# block 1

block_1/clock_wires.png
Scale bar: 50 um.
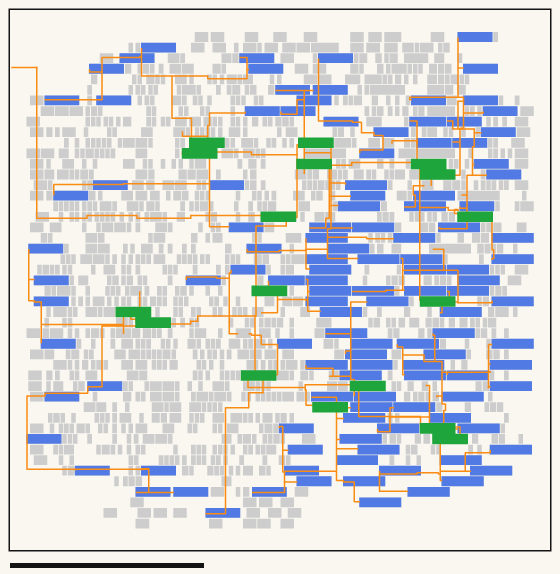

==> config.mk <==
export PLATFORM = sky130hd
export DESIGN_NAME = keypress_event_queue
export DESIGN_NICKNAME = d
export VERILOG_FILES = /design/src/rtl/keypress_pkg.sv /design/src/rtl/key_event_fifo.sv /design/src/rtl/keypress_event_queue.sv
export SDC_FILE = /design/constraint.sdc
export NUM_CORES = 1
export LEC_CHECK = 0
export ABC_AREA = 1
export CAP_MARGIN = 10
export CORE_MARGIN = 4
export CORE_UTILIZATION = 47
export CTS_BUF_LIST = sky130_fd_sc_hd__clkbuf_8 sky130_fd_sc_hd__clkbuf_16
export CTS_CLUSTER_SIZE = 40
export DETAILED_ROUTE_END_ITERATION = 10
export PLACE_DENSITY = 0.68
export SETUP_SLACK_MARGIN = 0.4
export SKIP_LAST_GASP = 1
export SLEW_MARGIN = 5
export SYNTH_ARGS = -nofsm -noshare
export SYNTH_HDL_FRONTEND = slang
export SYNTH_SLANG_ARGS = --single-unit
==> constraint.sdc <==
create_clock -name clk -period 2.4 [get_ports clk]
set_input_delay 0.36 -clock clk [delete_from_list [all_inputs] [get_ports clk]]
set_output_delay 0.36 -clock clk [all_outputs]
set_load 0.005 [all_outputs]
==> src/rtl/keypress_pkg.sv <==
// -----------------------------------------------------------------------------
// keypress_pkg
// Shared types and defaults for the keypress event queue.
//   KEY_W_DEF / KEYS_DEF : default keycode width and slot count
//   NO_KEY               : keycode value meaning "no key in this slot"
//   keycode_t            : one keycode at the default width
//   key_event_t          : one queued event {is_release, code}
//                          ("release" is a reserved word, hence is_release)
// -----------------------------------------------------------------------------
package keypress_pkg;

    localparam int KEY_W_DEF = 8;
    localparam int KEYS_DEF  = 4;

    typedef logic [KEY_W_DEF-1:0] keycode_t;

    localparam keycode_t NO_KEY = '0;

    typedef struct packed {
        logic     is_release;
        keycode_t code;
    } key_event_t;

endpackage

==> src/rtl/key_event_fifo.sv <==
// -----------------------------------------------------------------------------
// key_event_fifo
// Synchronous FIFO of key events with a registered head entry.
//   clk, reset : clock, asynchronous active-high reset
//   i_push     : write i_data (accepted when not full, or when full with a pop)
//   i_data     : event to write
//   i_pop      : advance the head (ignored while empty)
//   o_full     : DEPTH entries held
//   o_empty    : no entries held
//   o_count    : exact occupancy 0..DEPTH
//   o_head     : registered copy of the oldest entry (zero while empty)
// Pointers wrap modulo DEPTH (power of two). A push into an empty FIFO is
// visible on the following cycle; there is no bypass path.
// -----------------------------------------------------------------------------
module key_event_fifo
    import keypress_pkg::*;
#(
    parameter int  DEPTH = 8,
    parameter type ev_t  = key_event_t
) (
    input  logic                       clk,
    input  logic                       reset,
    input  logic                       i_push,
    input  ev_t                        i_data,
    input  logic                       i_pop,
    output logic                       o_full,
    output logic                       o_empty,
    output logic [$clog2(DEPTH+1)-1:0] o_count,
    output ev_t                        o_head
);

    localparam int AW = $clog2(DEPTH);
    localparam int CW = $clog2(DEPTH+1);

    ev_t            r_mem [DEPTH];
    logic [AW-1:0]  r_wr_ptr;
    logic [AW-1:0]  r_rd_ptr;
    logic [CW-1:0]  r_count;
    ev_t            r_head;

    logic           w_pop;
    logic           w_push;
    logic [CW-1:0]  w_count_nxt;
    ev_t            w_head_nxt;

    // A pop frees a slot in the same cycle, so a full FIFO still takes a push.
    assign w_pop  = i_pop & (r_count != CW'(0));
    assign w_push = i_push & ((r_count != CW'(DEPTH)) | w_pop);

    assign o_full  = (r_count == CW'(DEPTH));
    assign o_empty = (r_count == CW'(0));
    assign o_count = r_count;
    assign o_head  = r_head;

    // Next occupancy and next head entry.
    always_comb begin
        w_count_nxt = r_count;
        w_head_nxt  = r_head;
        if (w_push && !w_pop) begin
            w_count_nxt = r_count + CW'(1);
        end else if (!w_push && w_pop) begin
            w_count_nxt = r_count - CW'(1);
        end else begin
            w_count_nxt = r_count;
        end

        if (w_count_nxt == CW'(0)) begin
            w_head_nxt = '0;
        end else if (r_count == CW'(0)) begin
            // Only a push can make an empty FIFO non-empty.
            w_head_nxt = i_data;
        end else if (w_pop) begin
            if (r_count == CW'(1)) begin
                w_head_nxt = i_data;
            end else begin
                w_head_nxt = r_mem[r_rd_ptr + AW'(1)];
            end
        end else begin
            w_head_nxt = r_head;
        end
    end

    // Storage array; contents are don't-care until written.
    always_ff @(posedge clk) begin
        if (w_push) begin
            r_mem[r_wr_ptr] <= i_data;
        end
    end

    // Pointers, occupancy and registered head.
    always_ff @(posedge clk or posedge reset) begin
        if (reset) begin
            r_wr_ptr <= '0;
            r_rd_ptr <= '0;
            r_count  <= '0;
            r_head   <= '0;
        end else begin
            if (w_push) begin
                r_wr_ptr <= r_wr_ptr + AW'(1);
            end
            if (w_pop) begin
                r_rd_ptr <= r_rd_ptr + AW'(1);
            end
            r_count <= w_count_nxt;
            r_head  <= w_head_nxt;
        end
    end

endmodule

==> src/rtl/keypress_event_queue.sv <==
// -----------------------------------------------------------------------------
// keypress_event_queue
// Snapshots the packed keycode slots, detects new presses against the previous
// snapshot and queues one event per press in a DEPTH-entry FIFO drained by a
// valid/ready consumer.
//   clk, reset : clock, asynchronous active-high reset
//   sample_en  : capture key_in (ignored while busy)
//   key_in     : KEYS packed keycodes, slot i = key_in[i*KEY_W +: KEY_W]
//   busy       : events of the last sample still being pushed
//   prev_keys  : last accepted snapshot
//   ev_valid / ev_ready / ev_code / ev_release : head event handshake
//   count      : FIFO occupancy
//   overflow   : sticky drop flag, cleared by ovf_clr (a drop wins)
// Build option: define KEYPRESS_RELEASE_EN to also queue release events,
// which drain after the presses of the same sample with ev_release=1.
// Without it ev_release is always 0.
// -----------------------------------------------------------------------------
module keypress_event_queue
    import keypress_pkg::*;
#(
    parameter int KEY_W = KEY_W_DEF,
    parameter int KEYS  = KEYS_DEF,
    parameter int DEPTH = 8
) (
    input  logic                       clk,
    input  logic                       reset,
    input  logic                       sample_en,
    input  logic [KEYS*KEY_W-1:0]      key_in,
    output logic                       busy,
    output logic [KEYS*KEY_W-1:0]      prev_keys,
    output logic                       ev_valid,
    input  logic                       ev_ready,
    output logic [KEY_W-1:0]           ev_code,
    output logic                       ev_release,
    output logic [$clog2(DEPTH+1)-1:0] count,
    output logic                       overflow,
    input  logic                       ovf_clr
);

    typedef struct packed {
        logic             is_release;
        logic [KEY_W-1:0] code;
    } ev_w_t;

    logic [KEYS*KEY_W-1:0] r_prev_keys;
    logic [KEYS-1:0]       r_press_mask;
    logic                  r_busy;
    logic                  r_overflow;

    logic [KEYS-1:0]       w_new_press;
    logic [KEYS-1:0]       w_press_low;
    logic [KEYS-1:0]       w_press_nxt;
    logic [KEY_W-1:0]      w_press_code;
    logic                  w_busy_nxt;
    logic                  w_accept;
    logic                  w_push;
    logic                  w_pop;
    logic                  w_drop;
    logic                  w_full;
    logic                  w_empty;
    ev_w_t                 w_push_ev;
    ev_w_t                 w_head;

`ifdef KEYPRESS_RELEASE_EN
    logic [KEYS*KEY_W-1:0] r_old_keys;
    logic [KEYS-1:0]       r_rel_mask;
    logic [KEYS-1:0]       w_new_rel;
    logic [KEYS-1:0]       w_rel_low;
    logic [KEYS-1:0]       w_rel_nxt;
    logic [KEY_W-1:0]      w_rel_code;
`endif

    // r_busy mirrors "any mask bit set", so a sample is taken only when idle.
    assign w_accept = sample_en & ~r_busy;

    // A slot is a new press when nonzero, absent from the old snapshot and
    // not a repeat of a lower slot of the same sample.
    always_comb begin
        w_new_press = '0;
        for (int i = 0; i < KEYS; i++) begin
            w_new_press[i] = (key_in[i*KEY_W +: KEY_W] != {KEY_W{1'b0}});
            for (int j = 0; j < KEYS; j++) begin
                w_new_press[i] = w_new_press[i] &
                    (key_in[i*KEY_W +: KEY_W] != r_prev_keys[j*KEY_W +: KEY_W]);
            end
            for (int j = 0; j < i; j++) begin
                w_new_press[i] = w_new_press[i] &
                    (key_in[i*KEY_W +: KEY_W] != key_in[j*KEY_W +: KEY_W]);
            end
        end
    end

    // Isolate the lowest pending press (x & -x) and select its keycode.
    assign w_press_low = r_press_mask & (~r_press_mask + KEYS'(1));

    // Keycode of the lowest pending press.
    always_comb begin
        w_press_code = '0;
        for (int i = 0; i < KEYS; i++) begin
            w_press_code = w_press_code |
                ({KEY_W{w_press_low[i]}} & r_prev_keys[i*KEY_W +: KEY_W]);
        end
    end

`ifdef KEYPRESS_RELEASE_EN
    // An old slot is released when nonzero, missing from key_in and not a
    // repeat of a lower old slot.
    always_comb begin
        w_new_rel = '0;
        for (int j = 0; j < KEYS; j++) begin
            w_new_rel[j] = (r_prev_keys[j*KEY_W +: KEY_W] != {KEY_W{1'b0}});
            for (int k = 0; k < KEYS; k++) begin
                w_new_rel[j] = w_new_rel[j] &
                    (r_prev_keys[j*KEY_W +: KEY_W] != key_in[k*KEY_W +: KEY_W]);
            end
            for (int k = 0; k < j; k++) begin
                w_new_rel[j] = w_new_rel[j] &
                    (r_prev_keys[j*KEY_W +: KEY_W] != r_prev_keys[k*KEY_W +: KEY_W]);
            end
        end
    end

    assign w_rel_low = r_rel_mask & (~r_rel_mask + KEYS'(1));

    // Release codes come from the snapshot that preceded the current one.
    always_comb begin
        w_rel_code = '0;
        for (int j = 0; j < KEYS; j++) begin
            w_rel_code = w_rel_code |
                ({KEY_W{w_rel_low[j]}} & r_old_keys[j*KEY_W +: KEY_W]);
        end
    end

    // Next masks: load on accept, else retire one bit, presses before releases.
    always_comb begin
        w_press_nxt = r_press_mask;
        w_rel_nxt   = r_rel_mask;
        if (w_accept) begin
            w_press_nxt = w_new_press;
            w_rel_nxt   = w_new_rel;
        end else if (|r_press_mask) begin
            w_press_nxt = r_press_mask & ~w_press_low;
        end else begin
            w_rel_nxt = r_rel_mask & ~w_rel_low;
        end
        w_busy_nxt = (|w_press_nxt) | (|w_rel_nxt);
    end

    // Event presented to the FIFO this cycle.
    always_comb begin
        w_push = (|r_press_mask) | (|r_rel_mask);
        if (|r_press_mask) begin
            w_push_ev.is_release = 1'b0;
            w_push_ev.code       = w_press_code;
        end else begin
            w_push_ev.is_release = 1'b1;
            w_push_ev.code       = w_rel_code;
        end
    end
`else
    // Next press mask: load on accept, else retire the lowest bit.
    always_comb begin
        w_press_nxt = r_press_mask;
        if (w_accept) begin
            w_press_nxt = w_new_press;
        end else begin
            w_press_nxt = r_press_mask & ~w_press_low;
        end
        w_busy_nxt = |w_press_nxt;
    end

    // Event presented to the FIFO this cycle.
    always_comb begin
        w_push               = |r_press_mask;
        w_push_ev.is_release = 1'b0;
        w_push_ev.code       = w_press_code;
    end
`endif

    // Snapshot, pending masks and busy flag.
    always_ff @(posedge clk or posedge reset) begin
        if (reset) begin
            r_prev_keys  <= '0;
            r_press_mask <= '0;
            r_busy       <= 1'b0;
`ifdef KEYPRESS_RELEASE_EN
            r_old_keys   <= '0;
            r_rel_mask   <= '0;
`endif
        end else begin
            if (w_accept) begin
                r_prev_keys <= key_in;
`ifdef KEYPRESS_RELEASE_EN
                r_old_keys  <= r_prev_keys;
`endif
            end
            r_press_mask <= w_press_nxt;
            r_busy       <= w_busy_nxt;
`ifdef KEYPRESS_RELEASE_EN
            r_rel_mask   <= w_rel_nxt;
`endif
        end
    end

    // A full FIFO with no simultaneous pop drops the event; the mask bit is
    // retired regardless so the drain never stalls.
    assign w_pop  = ev_ready & ~w_empty;
    assign w_drop = w_push & w_full & ~w_pop;

    // Sticky overflow; a drop in the same cycle as ovf_clr keeps it set.
    always_ff @(posedge clk or posedge reset) begin
        if (reset) begin
            r_overflow <= 1'b0;
        end else if (w_drop) begin
            r_overflow <= 1'b1;
        end else if (ovf_clr) begin
            r_overflow <= 1'b0;
        end else begin
            r_overflow <= r_overflow;
        end
    end

    key_event_fifo #(
        .DEPTH (DEPTH),
        .ev_t  (ev_w_t)
    ) u_fifo (
        .clk     (clk),
        .reset   (reset),
        .i_push  (w_push),
        .i_data  (w_push_ev),
        .i_pop   (w_pop),
        .o_full  (w_full),
        .o_empty (w_empty),
        .o_count (count),
        .o_head  (w_head)
    );

    assign busy       = r_busy;
    assign prev_keys  = r_prev_keys;
    assign ev_valid   = ~w_empty;
    assign ev_code    = w_head.code;
    assign ev_release = w_head.is_release;
    assign overflow   = r_overflow;

endmodule

# block 2

File: src/rtl/lstm_deskew.sv
// Realigns N staggered lanes (lane i arrives i cycles after lane 0) into whole vectors
// and buffers them in a small FIFO, flagging stagger violations and FIFO overflow.
module lstm_deskew #(
  parameter int unsigned INPUT_BITS_NUM = 16,
  parameter int unsigned NUM_LANES      = 4,
  parameter int unsigned FIFO_DEPTH     = 4
) (
  input  logic                                  clock,
  input  logic                                  reset,
  input  logic [NUM_LANES-1:0]                  in_valid,
  input  logic [NUM_LANES*INPUT_BITS_NUM-1:0]   in_data,
  input  logic                                  clear_err,
  output logic                                  out_valid,
  input  logic                                  out_ready,
  output logic [NUM_LANES*INPUT_BITS_NUM-1:0]   out_data,
  output logic [$clog2(FIFO_DEPTH):0]           fifo_count,
  output logic                                  skew_error,
  output logic                                  overflow,
  output logic [15:0]                           vec_count
);

  localparam int unsigned W  = INPUT_BITS_NUM;
  localparam int unsigned N  = NUM_LANES;
  localparam int unsigned AW = $clog2(FIFO_DEPTH);
  localparam logic [AW:0] DEPTH = (AW+1)'(FIFO_DEPTH);

  logic [N-1:0]   al_valid;
  logic [N*W-1:0] al_data;

  // Lane 0 pipeline: v0_sr[k] is lane-0 valid delayed k+1 cycles, which also serves
  // as the reference for the stagger check on the other lanes.
  logic [N-2:0] v0_sr;
  logic [W-1:0] d0_sr [N-1];

  always_ff @(posedge clock) begin
    if (!reset) begin
      v0_sr <= '0;
    end else begin
      v0_sr[0] <= in_valid[0];
      for (int unsigned s = 1; s < N-1; s++) v0_sr[s] <= v0_sr[s-1];
    end
  end

  always_ff @(posedge clock) begin
    d0_sr[0] <= in_data[W-1:0];
    for (int unsigned s = 1; s < N-1; s++) d0_sr[s] <= d0_sr[s-1];
  end

  assign al_valid[0]    = v0_sr[N-2];
  assign al_data[W-1:0] = v0_sr[N-2] ? d0_sr[N-2] : '0;

  for (genvar gi = 1; gi < N; gi++) begin : g_lane
    localparam int unsigned D = N - 1 - gi;
    if (D == 0) begin : g_pass
      assign al_valid[gi]       = in_valid[gi];
      assign al_data[gi*W +: W] = in_valid[gi] ? in_data[gi*W +: W] : '0;
    end else begin : g_dly
      logic [D-1:0] v_sr;
      logic [W-1:0] d_sr [D];

      always_ff @(posedge clock) begin
        if (!reset) begin
          v_sr <= '0;
        end else begin
          v_sr[0] <= in_valid[gi];
          for (int unsigned s = 1; s < D; s++) v_sr[s] <= v_sr[s-1];
        end
      end

      always_ff @(posedge clock) begin
        d_sr[0] <= in_data[gi*W +: W];
        for (int unsigned s = 1; s < D; s++) d_sr[s] <= d_sr[s-1];
      end

      // Invalid lanes are zeroed so their don't-care data never reaches the output.
      assign al_valid[gi]       = v_sr[D-1];
      assign al_data[gi*W +: W] = v_sr[D-1] ? d_sr[D-1] : '0;
    end
  end

  logic skew_now;
  assign skew_now = |(in_valid[N-1:1] ^ v0_sr);

  logic [N*W-1:0] mem [FIFO_DEPTH];
  logic [AW-1:0]  wr_ptr, rd_ptr;
  logic [AW:0]    count;
  logic           push, pop, do_push, drop;

  assign push    = al_valid[0];
  assign pop     = (count != '0) && out_ready;
  assign do_push = push && ((count != DEPTH) || pop);
  assign drop    = push && (count == DEPTH) && !pop;

  always_ff @(posedge clock) begin
    if (reset && do_push) mem[wr_ptr] <= al_data;
  end

  always_ff @(posedge clock) begin
    if (!reset) begin
      wr_ptr     <= '0;
      rd_ptr     <= '0;
      count      <= '0;
      skew_error <= 1'b0;
      overflow   <= 1'b0;
      vec_count  <= '0;
    end else begin
      if (do_push) wr_ptr <= wr_ptr + 1'b1;
      if (pop) begin
        rd_ptr    <= rd_ptr + 1'b1;
        vec_count <= vec_count + 16'd1;
      end
      case ({do_push, pop})
        2'b10:   count <= count + 1'b1;
        2'b01:   count <= count - 1'b1;
        default: count <= count;
      endcase
      skew_error <= skew_now | (skew_error & ~clear_err);
      overflow   <= drop     | (overflow   & ~clear_err);
    end
  end

  assign out_valid  = (count != '0);
  assign out_data   = out_valid ? mem[rd_ptr] : '0;
  assign fifo_count = count;

endmodule

File: config.mk
export PLATFORM = sky130hd
export DESIGN_NAME = lstm_deskew
export DESIGN_NICKNAME = d
export VERILOG_FILES = /design/src/rtl/lstm_deskew.sv
export SDC_FILE = /design/constraint.sdc
export NUM_CORES = 1
export LEC_CHECK = 0
export CORE_MARGIN = 2
export CORE_UTILIZATION = 50
export DETAILED_ROUTE_END_ITERATION = 8
export HOLD_SLACK_MARGIN = 0.06
export PLACE_DENSITY = 0.73
export REMOVE_ABC_BUFFERS = 1
export SLEW_MARGIN = 30
export SYNTH_ARGS = -nofsm -noshare
export SYNTH_HDL_FRONTEND = slang
export SYNTH_SLANG_ARGS = --single-unit
File: constraint.sdc
create_clock -name clock -period 3.3 [get_ports clock]
set_input_delay 0.66 -clock clock [delete_from_list [all_inputs] [get_ports clock]]
set_output_delay 0.66 -clock clock [all_outputs]
set_load 0.005 [all_outputs]
block_1/class_map.png
Scale bar: 50 um.
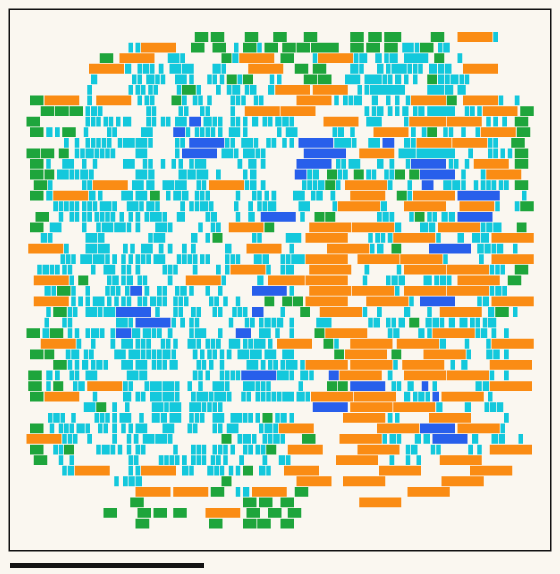
class	color	cells
remaining logic cells	cyan	949
clock drivers and dummy loads	blue	32
registers	orange	120
remaining buffers and delay cells	green	129

Notes on block_1/clock_wires.png above:
[clock-net drivers] green | count: 17
[flip-flops] blue | count: 120
[clock wires] orange | length: 1,770 um
flops lie	spread over the die
routed clock nets	18

==> flow_summary.toml, block 1 <==
# implementation run metrics
[worst_setup_path]
ff2ff_path_depth = 10
timing.rr.end = "u_fifo.o_head[3]$_DFFE_PP0P_"
rr_startpoint = "r_press_mask[1]$_DFF_PP0_"
rrSetupSlack_ns = 0.49
critPathTopFamily = "buffers and inverters"

[grt]
antenna_found_initial = 0

[logic_synthesis]
synthArstFlopShare_pct = 46.7
synth.top_cells.by_area = "edfxtp_1 (24%), nand2_1 (22%), dfrtp_1 (17%)"
adder_share_pct = 0.777
yosys.stat.seqShare_pct = 41.3
netlist_area_um2 = 8050
ys_area_um2 = 8050
syn_area_per_cell_um2 = 7.07

[die]
fp.dieW_um = 139
die_area_um2 = 19300

[cells_and_area]
buf_share_pct = 12.1
dominant_cells = "logic gates"

[timing]
fin_crit_ns = 1.93
fin_hold_ws_ns = 0.327
rsz0062_at_grt = "true"

[clocking]
root_buffer = "clkbuf_16"
htreeDepth = 4

[drt]
m1WireLength_mm = 10.3
dr_wl_met2_mm = 11.7
dr.pass1.iters = 8

[pwr]
ir_drop_uv = 636
powerDensity_nw_per_um2 = 1350
cellInternalPower_uw = 7460

[worst_hold_path]
hold_path.class = "primary input to async pin"

[run_status]
status = "finished, final reports clean"
block_2/floorplan.png
Pins as bars on the die edge.
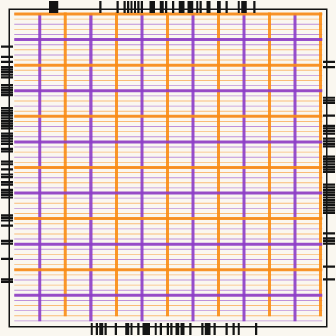
net	color
VDD	orange
VSS	purple
signal pins	158
met5 straps	12
rows	60
met4 straps	12
met1 rails	61

==> flow_summary.toml, block 2 <==
# implementation run metrics
[timing]
fin_hold_ws_ns = 0.320
max_freq_ghz = 0.318
slew_headroom_pct = 43.5
slew_viol_final = 0
fin_crit_ns = 3.15

[worst_setup_path]
arrival_ns = 2.49
critPathTopFamily = "buffers and inverters"
cp_slowest_stage_delay_ns = 0.56
worstPathRequired_ns = 2.64

[drt]
final_antenna_net_count = 0
viasPerCell = 5.14
drc = 0
wl_met3_mm = 1.31

[cells_and_area]
dominant_cells = "sequential cells"
buf_share_pct = 10.6
final_cell_mix = "edfxtp_1 (256), clkdlybuf4s50_1 (157), and2_1 (134)"
fin_area_um2 = 16800

[pwr]
powerDensity_nw_per_um2 = 587

[die]
die_area_um2 = 28200

[clocking]
cts_setup_buffers = 0

[run_status]
status = "finished, final reports clean"

[grt]
use_met3_pct = 3.67
met2_usage_pct = 27.1

[logic_synthesis]
netlist_area_um2 = 13500
mux_area_share_pct = 10.9

[place]
place_congestion = 0.716

==> layout pictures side by side <==
Clock wiring as the flow saved it.
panel A
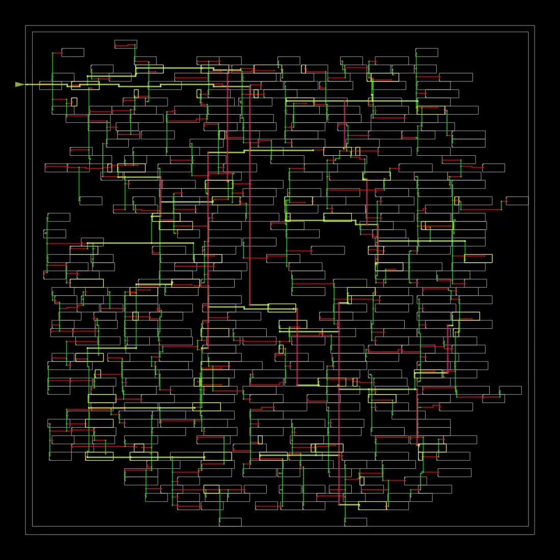
panel B
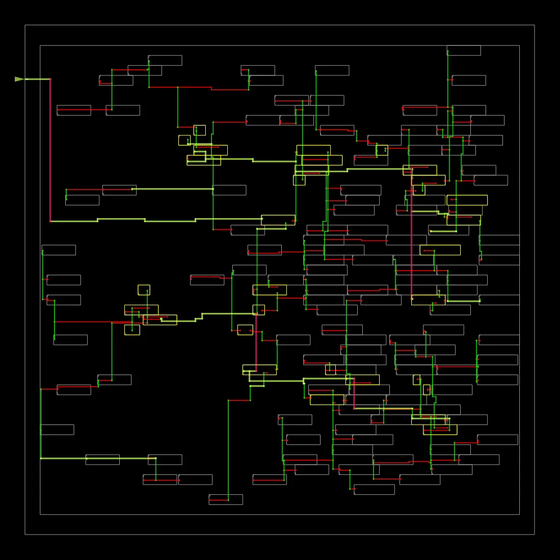
- most sequential cells: panel A
- most clock buffers: panel A
| from | picture |
|---|---|
| block 2 | panel A |
| block 1 | panel B |



==> gallery <==
Signal wires by layer.
Two of the layers only.
picture 1
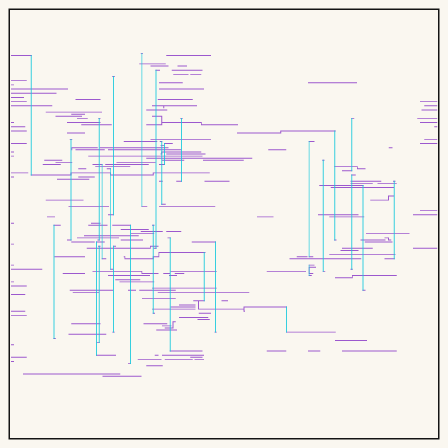
picture 2
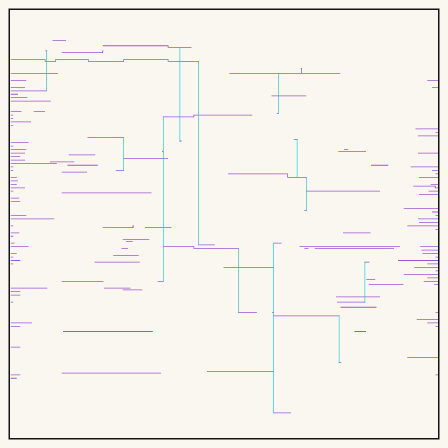
| from | picture |
|---|---|
| block 1 | picture 1 |
| block 2 | picture 2 |

Key to picture 1:
layer	color	wire length
M3	purple	1,740 um
M4	cyan	889 um

